# design 1

==> design_1/metal_stack.png <==
Drawn at 4 px/µm. Only two layers are drawn.
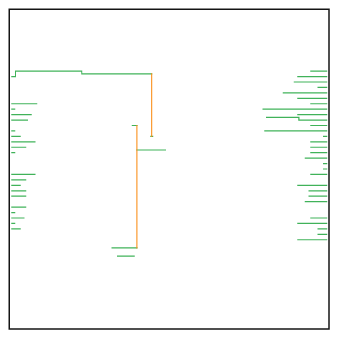

**config.mk**
```make
export PLATFORM = sky130hd
export DESIGN_NAME = ram_arbiter_flat
export DESIGN_NICKNAME = d
export VERILOG_FILES = /design/src/rtl/ram_arbiter_if.sv /design/src/rtl/ram_arbiter.sv /design/src/flat_wrapper.sv
export SDC_FILE = /design/constraint.sdc
export NUM_CORES = 1
export LEC_CHECK = 0
export ABC_CLOCK_PERIOD_IN_PS = 2400
export CORE_MARGIN = 2
export CORE_UTILIZATION = 40
export DETAILED_ROUTE_END_ITERATION = 6
export HOLD_SLACK_MARGIN = 0.02
export PLACE_DENSITY = 0.74
export SLEW_MARGIN = 20
export SYNTH_ARGS = -nofsm -noshare
export SYNTH_HDL_FRONTEND = slang
export SYNTH_SLANG_ARGS = --single-unit
```
**constraint.sdc**
```tcl
create_clock -name clk -period 2.4 [get_ports clk]
set_input_delay 0.36 -clock clk [delete_from_list [all_inputs] [get_ports clk]]
set_output_delay 0.36 -clock clk [all_outputs]
set_load 0.005 [all_outputs]
```
**src/rtl/ram_arbiter_if.sv**
```systemverilog
// Requester, status and RAM-port signals of the two-port RAM arbiter.
// The arbiter takes the slave view; the requesters and RAM model take the master view.
interface ram_arbiter_if #(
  parameter int unsigned AW = 5,
  parameter int unsigned DW = 8
);
  logic          req0;
  logic          req1;
  logic          we0;
  logic          we1;
  logic [AW-1:0] addr0;
  logic [AW-1:0] addr1;
  logic [DW-1:0] wdata0;
  logic [DW-1:0] wdata1;
  logic          ack0;
  logic          ack1;
  logic [DW-1:0] rdata0;
  logic [DW-1:0] rdata1;
  logic          busy;
  logic          ram_wena;
  logic [AW-1:0] ram_addr;
  logic [DW-1:0] ram_wdata;
  logic [DW-1:0] ram_rdata;

  modport slave (
    input  req0, req1, we0, we1, addr0, addr1, wdata0, wdata1, ram_rdata,
    output ack0, ack1, rdata0, rdata1, busy, ram_wena, ram_addr, ram_wdata
  );

  modport master (
    output req0, req1, we0, we1, addr0, addr1, wdata0, wdata1, ram_rdata,
    input  ack0, ack1, rdata0, rdata1, busy, ram_wena, ram_addr, ram_wdata
  );
endinterface

```
**src/rtl/ram_arbiter.sv**
```systemverilog
// Round-robin arbiter serialising two requesters onto a single-port 32x8 RAM.
// Each transaction walks IDLE -> SETUP -> ACCESS -> ACK; all outputs are registered.
module ram_arbiter #(
  parameter int unsigned AW = 5,
  parameter int unsigned DW = 8
) (
  input  logic        clk,
  input  logic        rst,
  ram_arbiter_if.slave bus
);

  typedef enum logic [1:0] {StIdle, StSetup, StAccess, StAck} state_e;

  state_e        state_q, state_d;
  logic          last_grant_q, last_grant_d;
  logic          owner_q, owner_d;
  logic          lat_we_q, lat_we_d;
  logic [AW-1:0] lat_addr_q, lat_addr_d;
  logic [DW-1:0] lat_wdata_q, lat_wdata_d;
  logic          ack0_q, ack0_d;
  logic          ack1_q, ack1_d;
  logic [DW-1:0] rdata0_q, rdata0_d;
  logic [DW-1:0] rdata1_q, rdata1_d;
  logic          busy_q, busy_d;
  logic          ram_wena_q, ram_wena_d;
  logic [AW-1:0] ram_addr_q, ram_addr_d;
  logic [DW-1:0] ram_wdata_q, ram_wdata_d;

  logic grant_valid;
  logic grant_id;

  // On a tie the requester that did not win the previous grant goes next.
  always_comb begin
    grant_valid = bus.req0 | bus.req1;
    if (bus.req0 && bus.req1) begin
      grant_id = ~last_grant_q;
    end else begin
      grant_id = bus.req1;
    end
  end

  // State register
  always_ff @(posedge clk or posedge rst) begin
    if (rst) begin
      state_q <= StIdle;
    end else begin
      state_q <= state_d;
    end
  end

  // Next-state logic
  always_comb begin
    state_d = state_q;
    unique case (state_q)
      StIdle:   if (grant_valid) state_d = StSetup;
      StSetup:  state_d = StAccess;
      StAccess: state_d = StAck;
      StAck:    state_d = StIdle;
      default:  state_d = StIdle;
    endcase
  end

  // Output and datapath next values, keyed on the state being entered
  always_comb begin
    last_grant_d = last_grant_q;
    owner_d      = owner_q;
    lat_we_d     = lat_we_q;
    lat_addr_d   = lat_addr_q;
    lat_wdata_d  = lat_wdata_q;
    rdata0_d     = rdata0_q;
    rdata1_d     = rdata1_q;
    ram_addr_d   = ram_addr_q;
    ram_wdata_d  = ram_wdata_q;
    ram_wena_d   = 1'b0;
    ack0_d       = 1'b0;
    ack1_d       = 1'b0;
    busy_d       = (state_d != StIdle);

    if (state_q == StIdle && grant_valid) begin
      last_grant_d = grant_id;
      owner_d      = grant_id;
      lat_we_d     = grant_id ? bus.we1    : bus.we0;
      lat_addr_d   = grant_id ? bus.addr1  : bus.addr0;
      lat_wdata_d  = grant_id ? bus.wdata1 : bus.wdata0;
    end

    if (state_q == StAccess && !lat_we_q) begin
      if (owner_q) begin
        rdata1_d = bus.ram_rdata;
      end else begin
        rdata0_d = bus.ram_rdata;
      end
    end

    unique case (state_d)
      // Inverted address guarantees the RAM sees an address change entering ACCESS.
      StSetup: ram_addr_d = ~lat_addr_d;
      StAccess: begin
        ram_addr_d  = lat_addr_q;
        ram_wena_d  = lat_we_q;
        ram_wdata_d = lat_wdata_q;
      end
      StAck: begin
        ack0_d = ~owner_q;
        ack1_d = owner_q;
      end
      default: ;
    endcase
  end

  // Output and datapath registers
  always_ff @(posedge clk or posedge rst) begin
    if (rst) begin
      last_grant_q <= 1'b1;
      owner_q      <= 1'b0;
      lat_we_q     <= 1'b0;
      lat_addr_q   <= '0;
      lat_wdata_q  <= '0;
      ack0_q       <= 1'b0;
      ack1_q       <= 1'b0;
      rdata0_q     <= '0;
      rdata1_q     <= '0;
      busy_q       <= 1'b0;
      ram_wena_q   <= 1'b0;
      ram_addr_q   <= '0;
      ram_wdata_q  <= '0;
    end else begin
      last_grant_q <= last_grant_d;
      owner_q      <= owner_d;
      lat_we_q     <= lat_we_d;
      lat_addr_q   <= lat_addr_d;
      lat_wdata_q  <= lat_wdata_d;
      ack0_q       <= ack0_d;
      ack1_q       <= ack1_d;
      rdata0_q     <= rdata0_d;
      rdata1_q     <= rdata1_d;
      busy_q       <= busy_d;
      ram_wena_q   <= ram_wena_d;
      ram_addr_q   <= ram_addr_d;
      ram_wdata_q  <= ram_wdata_d;
    end
  end

  assign bus.ack0      = ack0_q;
  assign bus.ack1      = ack1_q;
  assign bus.rdata0    = rdata0_q;
  assign bus.rdata1    = rdata1_q;
  assign bus.busy      = busy_q;
  assign bus.ram_wena  = ram_wena_q;
  assign bus.ram_addr  = ram_addr_q;
  assign bus.ram_wdata = ram_wdata_q;

endmodule
```
**src/flat_wrapper.sv**
```systemverilog
// flat-port wrapper written by rule: the top's interface ports become plain ports
module ram_arbiter_flat 
#(
  parameter int unsigned AW = 5,
  parameter int unsigned DW = 8
)
  (clk, rst, bus_req0, bus_req1, bus_we0, bus_we1, bus_addr0, bus_addr1, bus_wdata0, bus_wdata1, bus_ram_rdata, bus_ack0, bus_ack1, bus_rdata0, bus_rdata1, bus_busy, bus_ram_wena, bus_ram_addr, bus_ram_wdata);
  ram_arbiter_if #(.AW(AW), .DW(DW)) bus_i ();
  input  logic clk;
  input  logic rst;
  input wire logic [$bits(bus_i.req0)-1:0] bus_req0;
  input wire logic [$bits(bus_i.req1)-1:0] bus_req1;
  input wire logic [$bits(bus_i.we0)-1:0] bus_we0;
  input wire logic [$bits(bus_i.we1)-1:0] bus_we1;
  input wire logic [$bits(bus_i.addr0)-1:0] bus_addr0;
  input wire logic [$bits(bus_i.addr1)-1:0] bus_addr1;
  input wire logic [$bits(bus_i.wdata0)-1:0] bus_wdata0;
  input wire logic [$bits(bus_i.wdata1)-1:0] bus_wdata1;
  input wire logic [$bits(bus_i.ram_rdata)-1:0] bus_ram_rdata;
  output wire logic [$bits(bus_i.ack0)-1:0] bus_ack0;
  output wire logic [$bits(bus_i.ack1)-1:0] bus_ack1;
  output wire logic [$bits(bus_i.rdata0)-1:0] bus_rdata0;
  output wire logic [$bits(bus_i.rdata1)-1:0] bus_rdata1;
  output wire logic [$bits(bus_i.busy)-1:0] bus_busy;
  output wire logic [$bits(bus_i.ram_wena)-1:0] bus_ram_wena;
  output wire logic [$bits(bus_i.ram_addr)-1:0] bus_ram_addr;
  output wire logic [$bits(bus_i.ram_wdata)-1:0] bus_ram_wdata;
  assign bus_i.req0 = bus_req0;
  assign bus_i.req1 = bus_req1;
  assign bus_i.we0 = bus_we0;
  assign bus_i.we1 = bus_we1;
  assign bus_i.addr0 = bus_addr0;
  assign bus_i.addr1 = bus_addr1;
  assign bus_i.wdata0 = bus_wdata0;
  assign bus_i.wdata1 = bus_wdata1;
  assign bus_i.ram_rdata = bus_ram_rdata;
  assign bus_ack0 = bus_i.ack0;
  assign bus_ack1 = bus_i.ack1;
  assign bus_rdata0 = bus_i.rdata0;
  assign bus_rdata1 = bus_i.rdata1;
  assign bus_busy = bus_i.busy;
  assign bus_ram_wena = bus_i.ram_wena;
  assign bus_ram_addr = bus_i.ram_addr;
  assign bus_ram_wdata = bus_i.ram_wdata;
  ram_arbiter #(.AW(AW), .DW(DW)) u_core (.clk(clk), .rst(rst), .bus(bus_i));
endmodule
```
# design 2

`src/rtl/sdram_read_pkg.sv`:
```
// Shared types and SDRAM command encodings for the read-path controller.
// Commands are {CS_n, RAS_n, CAS_n, WE_n}, matching the other SDRAM blocks.
package sdram_read_pkg;

    localparam logic [3:0]  CMD_NOP    = 4'b0111;
    localparam logic [3:0]  CMD_ACTIVE = 4'b0011;
    localparam logic [3:0]  CMD_READ   = 4'b0101;
    localparam logic [3:0]  CMD_BST    = 4'b0110;
    localparam logic [3:0]  CMD_PRE    = 4'b0010;

    localparam logic [1:0]  BA_IDLE    = 2'b11;
    localparam logic [12:0] ADDR_IDLE  = 13'h1FFF;
    localparam logic [12:0] ADDR_PRE   = 13'h0400;

    typedef enum logic [3:0] {
        RD_IDLE,
        RD_ACTIVE,
        RD_TRCD,
        RD_READ,
        RD_DATA,
        RD_CL,
        RD_PRE,
        RD_TRP,
        RD_END
    } rd_state_e;

    typedef struct packed {
        logic [3:0]  cmd;
        logic [1:0]  ba;
        logic [12:0] addr;
    } sdram_cmd_t;

    // A zero-length request is served as a single word.
    function automatic logic [9:0] burst_last(input logic [9:0] len);
        return (len == 10'd0) ? 10'd0 : len - 10'd1;
    endfunction

endpackage

```
`src/rtl/sdram_read_if.sv`:
```
// Arbiter-facing bundle of the read-path controller: request, SDRAM command pins and read data.
// The request is a level qualified by init_end_i and sampled only while the controller is idle.
interface sdram_read_if;
    import sdram_read_pkg::*;

    logic        init_end_i;
    logic        rd_en_i;
    logic [23:0] rd_addr_i;
    logic [9:0]  rd_burst_lenth_i;
    logic [15:0] rd_sdram_data_i;
    logic        rd_ack_o;
    logic        rd_end_o;
    logic [3:0]  read_cmd_o;
    logic [1:0]  read_ba_o;
    logic [12:0] read_addr_o;
    logic [15:0] rd_data_o;
    logic        rd_data_valid_o;
    rd_state_e   rd_state;

    modport slave (
        input  init_end_i, rd_en_i, rd_addr_i, rd_burst_lenth_i, rd_sdram_data_i,
        output rd_ack_o, rd_end_o, read_cmd_o, read_ba_o, read_addr_o,
        output rd_data_o, rd_data_valid_o, rd_state
    );

    modport master (
        output init_end_i, rd_en_i, rd_addr_i, rd_burst_lenth_i, rd_sdram_data_i,
        input  rd_ack_o, rd_end_o, read_cmd_o, read_ba_o, read_addr_o,
        input  rd_data_o, rd_data_valid_o, rd_state
    );

endinterface

```
`src/rtl/sdram_read.sv`:
```
// SDR SDRAM read path: ACTIVE, READ, BURST TERMINATE, PRECHARGE sequencing and
// CAS-latency aligned capture of a full-page burst.
module sdram_read
    import sdram_read_pkg::*;
#(
    parameter int CAS_LATENCY      = 3,
    parameter int TRCD_CLK_CNT_MAX = 2,
    parameter int TRP_CLK_CNT_MAX  = 2
) (
    input logic         sys_clk_i,
    input logic         rst_i,
    sdram_read_if.slave bus
);

    localparam logic [9:0] TRCD_LAST = 10'(TRCD_CLK_CNT_MAX - 1);
    localparam logic [9:0] TRP_LAST  = 10'(TRP_CLK_CNT_MAX - 1);
    localparam logic [9:0] CL_LAST   = 10'(CAS_LATENCY);

    rd_state_e              state_q, state_d;
    logic [9:0]             cnt_q, cnt_d;
    logic [23:0]            addr_q, addr_d;
    logic [9:0]             last_q, last_d;
    sdram_cmd_t             cmd_q, cmd_d;
    logic [CAS_LATENCY-1:0] vld_sr_q, vld_sr_d;
    logic [15:0]            data_q, data_d;
    logic                   valid_q, valid_d;

    always_comb begin
        state_d = state_q;
        cnt_d   = cnt_q + 10'd1;
        addr_d  = addr_q;
        last_d  = last_q;
        case (state_q)
            RD_IDLE: begin
                cnt_d = '0;
                if (bus.rd_en_i && bus.init_end_i) begin
                    state_d = RD_ACTIVE;
                    addr_d  = bus.rd_addr_i;
                    last_d  = burst_last(bus.rd_burst_lenth_i);
                end
            end
            RD_ACTIVE: state_d = RD_TRCD;
            RD_TRCD:   if (cnt_q == TRCD_LAST) state_d = RD_READ;
            RD_READ:   state_d = RD_DATA;
            RD_DATA:   if (cnt_q == last_q) state_d = RD_CL;
            RD_CL:     if (cnt_q == CL_LAST) state_d = RD_PRE;
            RD_PRE:    state_d = RD_TRP;
            RD_TRP:    if (cnt_q == TRP_LAST) state_d = RD_END;
            RD_END:    state_d = RD_IDLE;
            default:   state_d = RD_IDLE;
        endcase
        if (state_d != state_q) cnt_d = '0;
    end

    // Commands are registered from the current state, so they lag state entry by one clock.
    always_comb begin
        cmd_d.cmd  = CMD_NOP;
        cmd_d.ba   = BA_IDLE;
        cmd_d.addr = ADDR_IDLE;
        case (state_q)
            RD_ACTIVE: begin
                cmd_d.cmd  = CMD_ACTIVE;
                cmd_d.ba   = addr_q[23:22];
                cmd_d.addr = addr_q[21:9];
            end
            RD_READ: begin
                cmd_d.cmd  = CMD_READ;
                cmd_d.ba   = addr_q[23:22];
                cmd_d.addr = {4'b0000, addr_q[8:0]};
            end
            RD_DATA: if (cnt_q == last_q) cmd_d.cmd = CMD_BST;
            RD_PRE: begin
                cmd_d.cmd  = CMD_PRE;
                cmd_d.ba   = addr_q[23:22];
                cmd_d.addr = ADDR_PRE;
            end
            default: ;
        endcase
    end

    // RD_DATA spans the N clocks after READ appears on the pins; delaying it by CL marks the sampled beats.
    always_comb begin
        vld_sr_d = {vld_sr_q[CAS_LATENCY-2:0], (state_q == RD_DATA)};
        valid_d  = vld_sr_q[CAS_LATENCY-1];
        data_d   = vld_sr_q[CAS_LATENCY-1] ? bus.rd_sdram_data_i : data_q;
    end

    always_ff @(posedge sys_clk_i) begin
        if (rst_i) begin
            state_q    <= RD_IDLE;
            cnt_q      <= '0;
            addr_q     <= '0;
            last_q     <= '0;
            cmd_q.cmd  <= CMD_NOP;
            cmd_q.ba   <= BA_IDLE;
            cmd_q.addr <= ADDR_IDLE;
            vld_sr_q   <= '0;
            data_q     <= '0;
            valid_q    <= 1'b0;
        end else begin
            state_q  <= state_d;
            cnt_q    <= cnt_d;
            addr_q   <= addr_d;
            last_q   <= last_d;
            cmd_q    <= cmd_d;
            vld_sr_q <= vld_sr_d;
            data_q   <= data_d;
            valid_q  <= valid_d;
        end
    end

    assign bus.read_cmd_o      = cmd_q.cmd;
    assign bus.read_ba_o       = cmd_q.ba;
    assign bus.read_addr_o     = cmd_q.addr;
    assign bus.rd_data_o       = data_q;
    assign bus.rd_data_valid_o = valid_q;
    assign bus.rd_ack_o        = (state_q == RD_DATA);
    assign bus.rd_end_o        = (state_q == RD_END);
    assign bus.rd_state        = state_q;

endmodule

```
`src/flat_wrapper.sv`:
```
// flat-port wrapper written by rule: the top's interface ports become plain ports
module sdram_read_flat import sdram_read_pkg::*;
#(
    parameter int CAS_LATENCY      = 3,
    parameter int TRCD_CLK_CNT_MAX = 2,
    parameter int TRP_CLK_CNT_MAX  = 2
)
  (sys_clk_i, rst_i, bus_init_end_i, bus_rd_en_i, bus_rd_addr_i, bus_rd_burst_lenth_i, bus_rd_sdram_data_i, bus_rd_ack_o, bus_rd_end_o, bus_read_cmd_o, bus_read_ba_o, bus_read_addr_o, bus_rd_data_o, bus_rd_data_valid_o, bus_rd_state);
  sdram_read_if bus_i ();
  input logic sys_clk_i;
  input logic rst_i;
  input wire logic [$bits(bus_i.init_end_i)-1:0] bus_init_end_i;
  input wire logic [$bits(bus_i.rd_en_i)-1:0] bus_rd_en_i;
  input wire logic [$bits(bus_i.rd_addr_i)-1:0] bus_rd_addr_i;
  input wire logic [$bits(bus_i.rd_burst_lenth_i)-1:0] bus_rd_burst_lenth_i;
  input wire logic [$bits(bus_i.rd_sdram_data_i)-1:0] bus_rd_sdram_data_i;
  output wire logic [$bits(bus_i.rd_ack_o)-1:0] bus_rd_ack_o;
  output wire logic [$bits(bus_i.rd_end_o)-1:0] bus_rd_end_o;
  output wire logic [$bits(bus_i.read_cmd_o)-1:0] bus_read_cmd_o;
  output wire logic [$bits(bus_i.read_ba_o)-1:0] bus_read_ba_o;
  output wire logic [$bits(bus_i.read_addr_o)-1:0] bus_read_addr_o;
  output wire logic [$bits(bus_i.rd_data_o)-1:0] bus_rd_data_o;
  output wire logic [$bits(bus_i.rd_data_valid_o)-1:0] bus_rd_data_valid_o;
  output wire logic [$bits(bus_i.rd_state)-1:0] bus_rd_state;
  assign bus_i.init_end_i = bus_init_end_i;
  assign bus_i.rd_en_i = bus_rd_en_i;
  assign bus_i.rd_addr_i = bus_rd_addr_i;
  assign bus_i.rd_burst_lenth_i = bus_rd_burst_lenth_i;
  assign bus_i.rd_sdram_data_i = bus_rd_sdram_data_i;
  assign bus_rd_ack_o = bus_i.rd_ack_o;
  assign bus_rd_end_o = bus_i.rd_end_o;
  assign bus_read_cmd_o = bus_i.read_cmd_o;
  assign bus_read_ba_o = bus_i.read_ba_o;
  assign bus_read_addr_o = bus_i.read_addr_o;
  assign bus_rd_data_o = bus_i.rd_data_o;
  assign bus_rd_data_valid_o = bus_i.rd_data_valid_o;
  assign bus_rd_state = bus_i.rd_state;
  sdram_read #(.CAS_LATENCY(CAS_LATENCY), .TRCD_CLK_CNT_MAX(TRCD_CLK_CNT_MAX), .TRP_CLK_CNT_MAX(TRP_CLK_CNT_MAX)) u_core (.sys_clk_i(sys_clk_i), .rst_i(rst_i), .bus(bus_i));
endmodule
```
`config.mk`:
```
export PLATFORM = sky130hd
export DESIGN_NAME = sdram_read_flat
export DESIGN_NICKNAME = d
export VERILOG_FILES = /design/src/rtl/sdram_read_pkg.sv /design/src/rtl/sdram_read_if.sv /design/src/rtl/sdram_read.sv /design/src/flat_wrapper.sv
export SDC_FILE = /design/constraint.sdc
export NUM_CORES = 1
export LEC_CHECK = 0
export ABC_AREA = 1
export CAP_MARGIN = 20
export CORE_UTILIZATION = 65
export DETAILED_ROUTE_END_ITERATION = 12
export DONT_BUFFER_PORTS = 1
export PLACE_DENSITY = 0.81
export SETUP_SLACK_MARGIN = 0.5
export SYNTH_ARGS = -nofsm -noshare
export SYNTH_HDL_FRONTEND = slang
export SYNTH_SLANG_ARGS = --single-unit
```
`constraint.sdc`:
```
create_clock -name sys_clk_i -period 4.35 [get_ports sys_clk_i]
set_input_delay 0.435 -clock sys_clk_i [delete_from_list [all_inputs] [get_ports sys_clk_i]]
set_output_delay 0.435 -clock sys_clk_i [all_outputs]
set_load 0.01 [all_outputs]
```
# design 3

File: src/rtl/wdg_feed_ctrl.sv
// wdg_feed_ctrl: APB4 master that configures the watchdog, then feeds it once every heartbeat source has checked in.
// Latency: 2 cycles per APB transfer minimum. CFG takes 12 cycles with pready_i high; FEED takes 8 cycles.
// Backpressure: pready_i low holds ACCESS with address and data stable. Optional read-back verify: WDG_FEED_CTRL_VERIFY_EN.
module wdg_feed_ctrl #(
  parameter int                    NUM_SRC    = 4,
  parameter int                    ADDR_WIDTH = 32,
  parameter logic [ADDR_WIDTH-1:0] WDG_BASE   = '0,
  parameter int                    PSCR_WIDTH = 20,
  parameter int                    CMP_WIDTH  = 32
) (
  input  logic                  clk_i,
  input  logic                  rst_i,
  input  logic                  start_i,
  input  logic [PSCR_WIDTH-1:0] pscr_i,
  input  logic [CMP_WIDTH-1:0]  cmp_i,
  input  logic [NUM_SRC-1:0]    hb_i,
  output logic [ADDR_WIDTH-1:0] paddr_o,
  output logic                  psel_o,
  output logic                  penable_o,
  output logic                  pwrite_o,
  output logic [31:0]           pwdata_o,
  input  logic [31:0]           prdata_i,
  input  logic                  pready_i,
  input  logic                  pslverr_i,
  output logic                  busy_o,
  output logic                  armed_o,
  output logic                  err_o,
  output logic [NUM_SRC-1:0]    hb_pend_o,
  output logic [15:0]           feed_cnt_o
);

  localparam logic [31:0] KEY_VAL  = 32'h5F37_59DF;
  localparam logic [7:0]  OFF_CTRL = 8'h00;
  localparam logic [7:0]  OFF_PSCR = 8'h04;
  localparam logic [7:0]  OFF_CMP  = 8'h0C;
  localparam logic [7:0]  OFF_KEY  = 8'h14;
  localparam logic [7:0]  OFF_FEED = 8'h18;
`ifdef WDG_FEED_CTRL_VERIFY_EN
  localparam logic [2:0]  CFG_LAST = 3'd7;
`else
  localparam logic [2:0]  CFG_LAST = 3'd5;
`endif
  localparam logic [2:0]  FEED_LAST = 3'd3;

  typedef enum logic [2:0] {
    ST_IDLE, ST_CFG, ST_ARMED, ST_FEED, ST_ERR
  } state_t;

  state_t                state_q, state_d;
  logic                  access_q, access_d;
  logic [2:0]            step_q, step_d;
  logic [PSCR_WIDTH-1:0] pscr_q, pscr_d;
  logic [CMP_WIDTH-1:0]  cmp_q, cmp_d;
  logic                  err_q, err_d;
  logic [NUM_SRC-1:0]    pend_q, pend_d;
  logic [15:0]           feed_cnt_q, feed_cnt_d;

  logic                  in_xfer;
  logic                  xfer_write;
  logic [7:0]            xfer_off;
  logic [31:0]           xfer_data;
  logic                  verify_bad;

`ifndef WDG_FEED_CTRL_VERIFY_EN
  logic                  unused_prdata;
  assign unused_prdata = ^prdata_i;
`endif

  assign in_xfer = (state_q == ST_CFG) || (state_q == ST_FEED);

  // Decode the current sequence step into the register access it performs.
  always_comb begin
    xfer_write = 1'b1;
    xfer_off   = OFF_CTRL;
    xfer_data  = 32'h0;
    if (state_q == ST_CFG) begin
      case (step_q)
        3'd0, 3'd2, 3'd4: begin xfer_off = OFF_KEY;  xfer_data = KEY_VAL;        end
        3'd1:             begin xfer_off = OFF_PSCR; xfer_data = 32'(pscr_q);    end
        3'd3:             begin xfer_off = OFF_CMP;  xfer_data = 32'(cmp_q);     end
        3'd5:             begin xfer_off = OFF_CTRL; xfer_data = 32'h3;          end
        3'd6:             begin xfer_off = OFF_CMP;  xfer_write = 1'b0;          end
        default:          begin xfer_off = OFF_CTRL; xfer_write = 1'b0;          end
      endcase
    end else if (state_q == ST_FEED) begin
      case (step_q)
        3'd1:    begin xfer_off = OFF_FEED; xfer_data = 32'h1;   end
        3'd3:    begin xfer_off = OFF_FEED; xfer_data = 32'h0;   end
        default: begin xfer_off = OFF_KEY;  xfer_data = KEY_VAL; end
      endcase
    end
  end

  // Compare read-back data against what was programmed (CMP, then CTRL enable bits).
  always_comb begin
    verify_bad = 1'b0;
`ifdef WDG_FEED_CTRL_VERIFY_EN
    if (state_q == ST_CFG && step_q == 3'd6) verify_bad = (prdata_i != 32'(cmp_q));
    if (state_q == ST_CFG && step_q == 3'd7) verify_bad = (prdata_i[1:0] != 2'b11);
`endif
  end

  // Next-state: sequence control, APB phase stepping, heartbeat collection.
  always_comb begin
    state_d    = state_q;
    access_d   = access_q;
    step_d     = step_q;
    pscr_d     = pscr_q;
    cmp_d      = cmp_q;
    err_d      = err_q;
    pend_d     = pend_q;
    feed_cnt_d = feed_cnt_q;
    case (state_q)
      ST_IDLE, ST_ERR: begin
        if (start_i) begin
          state_d  = ST_CFG;
          step_d   = 3'd0;
          access_d = 1'b0;
          pscr_d   = pscr_i;
          cmp_d    = cmp_i;
          err_d    = 1'b0;
        end
      end
      ST_CFG, ST_FEED: begin
        if (!access_q) begin
          access_d = 1'b1;
        end else if (pready_i) begin
          access_d = 1'b0;
          if (pslverr_i || verify_bad) begin
            state_d = ST_ERR;
            err_d   = 1'b1;
            step_d  = 3'd0;
          end else if (state_q == ST_CFG && step_q == CFG_LAST) begin
            state_d = ST_ARMED;
            step_d  = 3'd0;
          end else if (state_q == ST_FEED && step_q == FEED_LAST) begin
            state_d    = ST_ARMED;
            step_d     = 3'd0;
            feed_cnt_d = feed_cnt_q + 16'd1;
          end else begin
            step_d = step_q + 3'd1;
          end
        end
      end
      ST_ARMED: begin
        if (&pend_q) begin
          state_d  = ST_FEED;
          step_d   = 3'd0;
          access_d = 1'b0;
        end
      end
      default: state_d = ST_IDLE;
    endcase
    // Entering FEED clears the flags; a same-cycle heartbeat still lands.
    if (state_q == ST_ARMED && (&pend_q)) pend_d = '0;
    if (state_q != ST_IDLE && state_q != ST_ERR) pend_d = pend_d | hb_i;
  end

  // State registers, cleared asynchronously so the bus drops at once on reset.
  always_ff @(posedge clk_i or posedge rst_i) begin
    if (rst_i) begin
      state_q    <= ST_IDLE;
      access_q   <= 1'b0;
      step_q     <= 3'd0;
      pscr_q     <= '0;
      cmp_q      <= '0;
      err_q      <= 1'b0;
      pend_q     <= '0;
      feed_cnt_q <= 16'd0;
    end else begin
      state_q    <= state_d;
      access_q   <= access_d;
      step_q     <= step_d;
      pscr_q     <= pscr_d;
      cmp_q      <= cmp_d;
      err_q      <= err_d;
      pend_q     <= pend_d;
      feed_cnt_q <= feed_cnt_d;
    end
  end

  assign psel_o     = in_xfer;
  assign penable_o  = in_xfer && access_q;
  assign pwrite_o   = in_xfer && xfer_write;
  assign paddr_o    = in_xfer ? (WDG_BASE + ADDR_WIDTH'(xfer_off)) : '0;
  assign pwdata_o   = (in_xfer && xfer_write) ? xfer_data : 32'h0;
  assign busy_o     = in_xfer;
  assign armed_o    = (state_q == ST_ARMED) || (state_q == ST_FEED);
  assign err_o      = err_q;
  assign hb_pend_o  = pend_q;
  assign feed_cnt_o = feed_cnt_q;

endmodule

File: config.mk
export PLATFORM = sky130hd
export DESIGN_NAME = wdg_feed_ctrl
export DESIGN_NICKNAME = d
export VERILOG_FILES = /design/src/rtl/wdg_feed_ctrl.sv
export SDC_FILE = /design/constraint.sdc
export NUM_CORES = 1
export LEC_CHECK = 0
export CAP_MARGIN = 20
export CORE_AREA = 2 2 105 107
export DETAILED_ROUTE_END_ITERATION = 10
export DIE_AREA = 0 0 107 109
export PLACE_DENSITY = 0.76
export SETUP_SLACK_MARGIN = 0.2
export SLEW_MARGIN = 10
export SYNTH_ARGS = -nofsm -noshare
export SYNTH_HDL_FRONTEND = slang
export SYNTH_SLANG_ARGS = --single-unit
File: constraint.sdc
create_clock -name clk_i -period 4.05 [get_ports clk_i]
set_input_delay 1.215 -clock clk_i [delete_from_list [all_inputs] [get_ports clk_i]]
set_output_delay 1.215 -clock clk_i [all_outputs]
set_load 0.01 [all_outputs]
==> design_3/zoom.png <==
Window x 38 to 68, y 61 to 91 µm. Cells in gray, sequential cells in the stronger gray; small squares are vias.
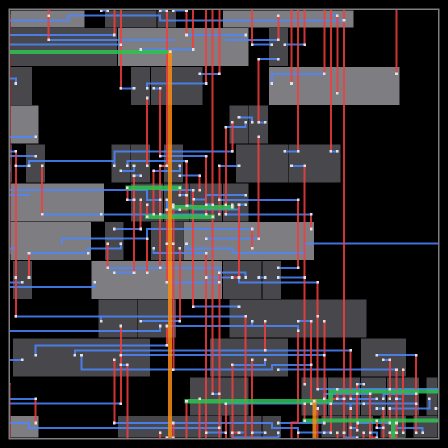
Key: orange = met4; blue = met1; green = met3; red = met2
Most frequent: nand2_1 (12), dfrtp_1 (6), a21oi_1 (5). 46 logic cells have their middle in the window. Netlist names of flops here include cmp_q (4), pscr_q (2). Sequential cells in the window: 6.

==> design_3/metal_stack.png <==
Drawn at 3 px/µm. Only two layers are drawn.
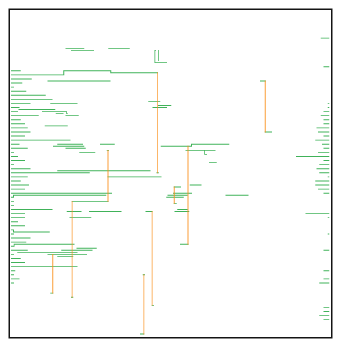
Key: orange = met4 [wire length 201 µm]; green = met3 [wire length 866 µm]
overall fraction of global-route tracks in use: 18.9%
wirelength, routed: 10.5 mm

==> flow_summary.json, design 3 <==
{
  "status": "completed",
  "layoutNonFillerInstCount": 741,
  "syn_area_per_cell_um2": 8.53,
  "synth_flop_count": 80,
  "worst-path-stages": 7,
  "clkbuf_count": 10,
  "startpoint_of_the_worst_hold_path": "cmp_q[23]",
  "timing.rr.end": "cmp_q[7]",
  "seq-cell-share_pct": 35.4,
  "buf_inv_on_cp": 3,
  "dominant-cell-class": "sequential cells",
  "inverters_excl_clock": 8,
  "timing.critical_path.slowest_stage_cell": "sky130_fd_sc_hd__clkdlybuf4s50_1",
  "worst_hold_path.num_cells": 2,
  "boundaryPins": 183,
  "tritoncts": "built",
  "finish.net_count": 694,
  "nMultiInputCombCells": 367,
  "normalized_max_slew_margin_pct": 49.9,
  "cellPowerDensity_mw_per_mm2": 686,
  "critical-path-max-stage-delay_ns": 0.54,
  "core_area_mm2": 0.0106,
  "synth-adder-area-share_pct": 1.52,
  "drt_pass1_iterations": 5,
  "initCoreUtil_pct": 38.9,
  "seq_cells": 80,
  "yosys.stat.seqShare_pct": 48.6,
  "post-route-period-util_pct": 91.6,
  "root_cell_of_the_clock_tree": "sky130_fd_sc_hd__clkbuf_8",
  "worstPathMaxFanout": 22,
  "worstRegToRegCells": 5,
  "placement_rows": 38,
  "highest_layer": "met4",
  "post_synth_and_or_nand_nor_area_fraction_pct": 26.3,
  "vdd_drop_max_uv": 300,
  "cts_post_setup_buffers_inserted": 0
}
-- design 3: routing by layer --
metal / global-route usage [%] / vias up
li1: - / 1753
met1: 25.4 / 1726
met2: 29.3 / 189
met3: 4.48 / 19
met4: 8.07 / 0
met5: 0 / -
-- design 3: registers in the layout (all words and copies together) (netlist names) --
signal,cells
access_q,1
cmp_q,32
err_o,1
feed_cnt_o,16
hb_pend_o,4
pscr_q,20
state_q,3
step_q,3
-- design 3: timing repair --
item	CTS	global route
endpoints found under the setup margin	21	28
resized	2	8
hold buffers	0	0
pin swaps	0	0
gates cloned	1	0
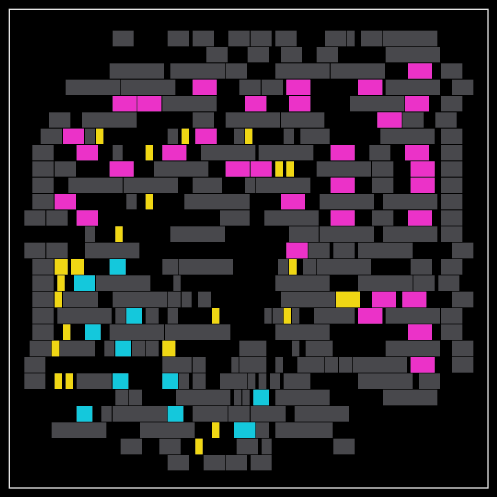
(design_1/gate_families.png)
Drawn at 6 px/µm.
Key: yellow = NAND gates [cells 23]; magenta = multiplexers [cells 33]; cyan = AND-OR and OR-AND gates [cells 11]
most frequent logic cell in the layout: sky130_fd_sc_hd__clkdlybuf4s50_1
multi-input gate share of total cell area: 28.7%
post-route non-filler standard cell count: 326

About design_1/metal_stack.png:
Key: green = met3 [wire length 280 µm]; orange = met4 [wire length 46.2 µm]
overall fraction of global-route tracks in use: 14.3%
per-cell routed wire length: 13.5 µm
wirelength, routed: 4.39 mm
number of vias after detailed routing: 1,571

==> flow_summary.json, design 1 <==
{
  "yosys-top-cells-count": "sky130_fd_sc_hd__dfrtp_1 (50), sky130_fd_sc_hd__mux2_2 (24), sky130_fd_sc_hd__nand2_1 (19)",
  "chipArea_mm2": 0.00633,
  "internal_power_uw": 2880,
  "placement.cell_area_mm2": 0.00305,
  "cts_post_setup_buffers_inserted": 0,
  "tool_warnings": 30,
  "area.combinational_um2": 917,
  "status": "completed",
  "worst-path-stages": 8,
  "worst_setup_path_endpoint": "u_core.bus.ram_addr[2]",
  "initCoreUtil_pct": 41.4,
  "vdd_drop_max_uv": 535,
  "synth_chip_area_mm2": 0.00228,
  "timing.setup.critical_path_class": "reg2reg",
  "final_setup_skew_ns": 0.00454,
  "power_drawn_by_the_sequential_cells_uw": 1540,
  "netlist_area_mm2": 0.00228,
  "core_area_mm2": 0.00551,
  "drv_cap": 0,
  "post-synth-top-area-cell": "sky130_fd_sc_hd__dfrtp_1",
  "yosys_warnings": 0,
  "port-buffer-count": 72,
  "critical-path-max-stage-delay_ns": 0.48,
  "first_global_vias": 1480,
  "post-route-period-util_pct": 85.8,
  "postCtsResizedCells": 0,
  "netlist_instances": 182,
  "die_height_um": 79.5,
  "layout_top_cells": "sky130_fd_sc_hd__clkdlybuf4s50_1 (72), sky130_fd_sc_hd__dfrtp_1 (50), sky130_fd_sc_hd__mux2_2 (24)",
  "mux_area_share_pct": 15.8,
  "timing.final.crit_period_ns": 2.06,
  "finalPower_uw": 4220,
  "count_of_unique_library_cells_instantiated_by_yosys": 30,
  "boundaryPins": 73,
  "netSwitchingPower_uw": 1340,
  "timing.critical_path.slowest_stage_cell": "sky130_fd_sc_hd__ha_1",
  "cp_top_family": "adder cells",
  "synth_top_area_share_pct": 54.8,
  "cellPowerDensity_mw_per_mm2": 1320,
  "asyncSetResetFlopFracSynth_pct": 100
}
-- design 1: cell type report --
type | count | area share, %
multi-input cells | 113 | 28.7
well taps | 72 | 2.82
clock inverters | 2 | 1.88
flip-flops and latches | 51 | 40.0
repair buffers | 73 | 23.2
clock buffers | 6 | 2.27
inverters | 9 | 1.06
-- design 1: layer usage --
layer / GRT usage, % / up-vias / share of wire (%)
met3: 3.51 / 5 / 6.4
met4: 5.17 / 0 / 1.0
met5: 0 / - / 0
li1: - / 771 / -
met2: 22.0 / 54 / 46
met1: 19.7 / 741 / 47
==> design_2/zoom.png <==
Window x 23 to 53, y 38 to 68 µm. Cells in gray, sequential cells in the stronger gray; small squares are vias.
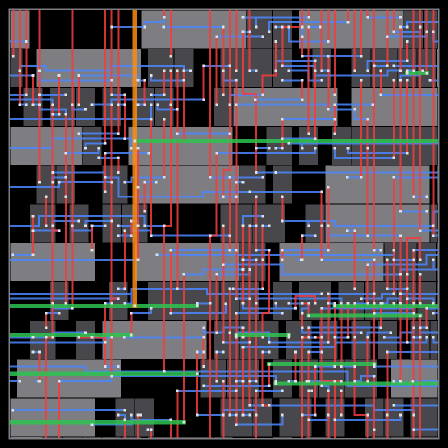
Key: blue = met1; orange = met4; green = met3; red = met2
91 logic cells have their middle in the window. Most frequent: nand2_1 (19), nor2_1 (16), dfxtp_1 (16). Netlist names of flops here include u_core.addr_q (4), u_core.bus.rd_data_o (4), u_core.bus.rd_state (2). Sequential cells in the window: 16.

==> flow_summary.json, design 2 <==
{
  "placement_rows": 26,
  "synthXorXnorAreaFrac_pct": 3.97,
  "power_top_consumer": "sequential cells",
  "boundaryPins": 96,
  "detail_route.vias_per_cell": 5.34,
  "routed_wirelength_mm": 7.06,
  "largest-register": "u_core.addr_q",
  "dr_wl_met3_um": 609,
  "timing.final.crit_period_ns": 2.61,
  "pwr.group.clock_uw": 582,
  "timing.setup.critical_path_class": "reg2reg",
  "die_height_um": 75.7,
  "detail-route-antenna-nets": 0,
  "wl_met2_mm": 3.31,
  "root_cell_of_the_clock_tree": "sky130_fd_sc_hd__clkbuf_8",
  "synth_chip_area_mm2": 0.00353,
  "combinationalPower_uw": 94.2,
  "clockPowerShare_pct": 38.5,
  "placed_cells_incl_taps": 528,
  "drc": 0,
  "post_synth_and_or_nand_nor_area_fraction_pct": 27.2,
  "buf_inv_on_cp": 3,
  "initCoreUtil_pct": 68.2,
  "seq-cell-share_pct": 46.1,
  "grt_setup_unrepaired": "no",
  "cts_hold_buffers": 0,
  "status": "completed",
  "setup-tns-final_ns": 0,
  "stdcell_area_mm2": 0.00374,
  "mux_area_share_pct": 0,
  "yosys-top-cells-count": "sky130_fd_sc_hd__nand2_1 (114), sky130_fd_sc_hd__dfxtp_1 (86), sky130_fd_sc_hd__nor2_1 (68)",
  "netSwitchingPower_uw": 343,
  "grt_pass1_wl_mm": 10.8,
  "crit_chain": "inv_1, nand2_2, nor2_1, nand3_2, inv_2, o21ai_1, inv_2, nand2_1, a21oi_1",
  "postCtsResizedCells": 0,
  "worst_setup_hold_path_clk_slew_ns": 0.08
}
design 2: worst max-delay path by stage:
stage,start,endpoint
global route,u_core.bus.rd_state[0],u_core.last_q[7]
global placement,u_core.bus.rd_state[3],u_core.last_q[9]
CTS,u_core.bus.rd_state[3],u_core.last_q[7]
floorplan,bus_rd_burst_lenth_i[0],u_core.last_q[9]
finish,u_core.bus.rd_state[3],u_core.last_q[7]
detailed placement,u_core.bus.rd_state[3],u_core.last_q[7]

==> screenshots <==
Track usage over the die.
picture 1
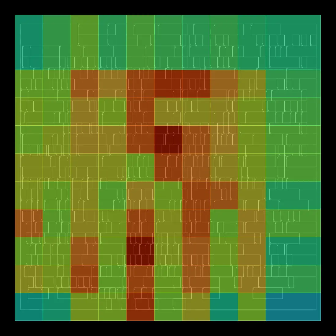
picture 2
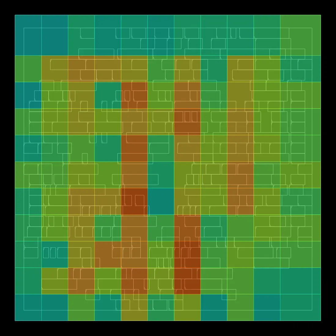
picture 3
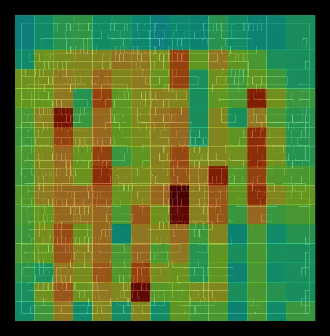
| from | picture |
|---|---|
| design 3 | picture 3 |
| design 2 | picture 1 |
| design 1 | picture 2 |
The one with the highest track usage is picture 1.
The one with the lowest track usage is picture 2.



==> notes/layouts.md <==
Pictures saved along the way, in no particular order.

Met1 routing.
Plate I
Drawn at 4 px/µm. Supply wires on this layer in gray.
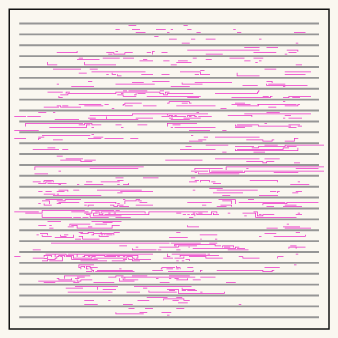
Plate II
Drawn at 3 px/µm. Supply wires on this layer in gray.
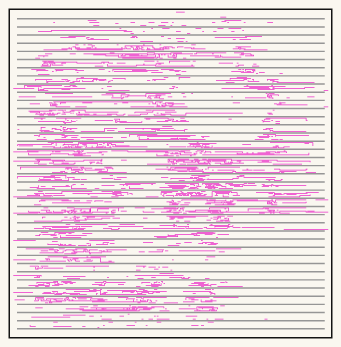
Plate III
Drawn at 4 px/µm. Supply wires on this layer in gray.
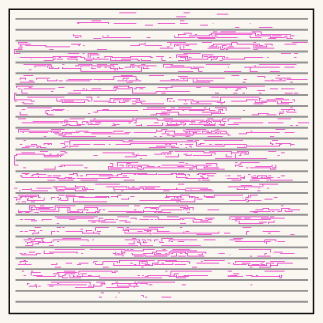
Plate III is design 2.
Plate I is design 1.
Plate II is design 3.
Of these, largest die: Plate II

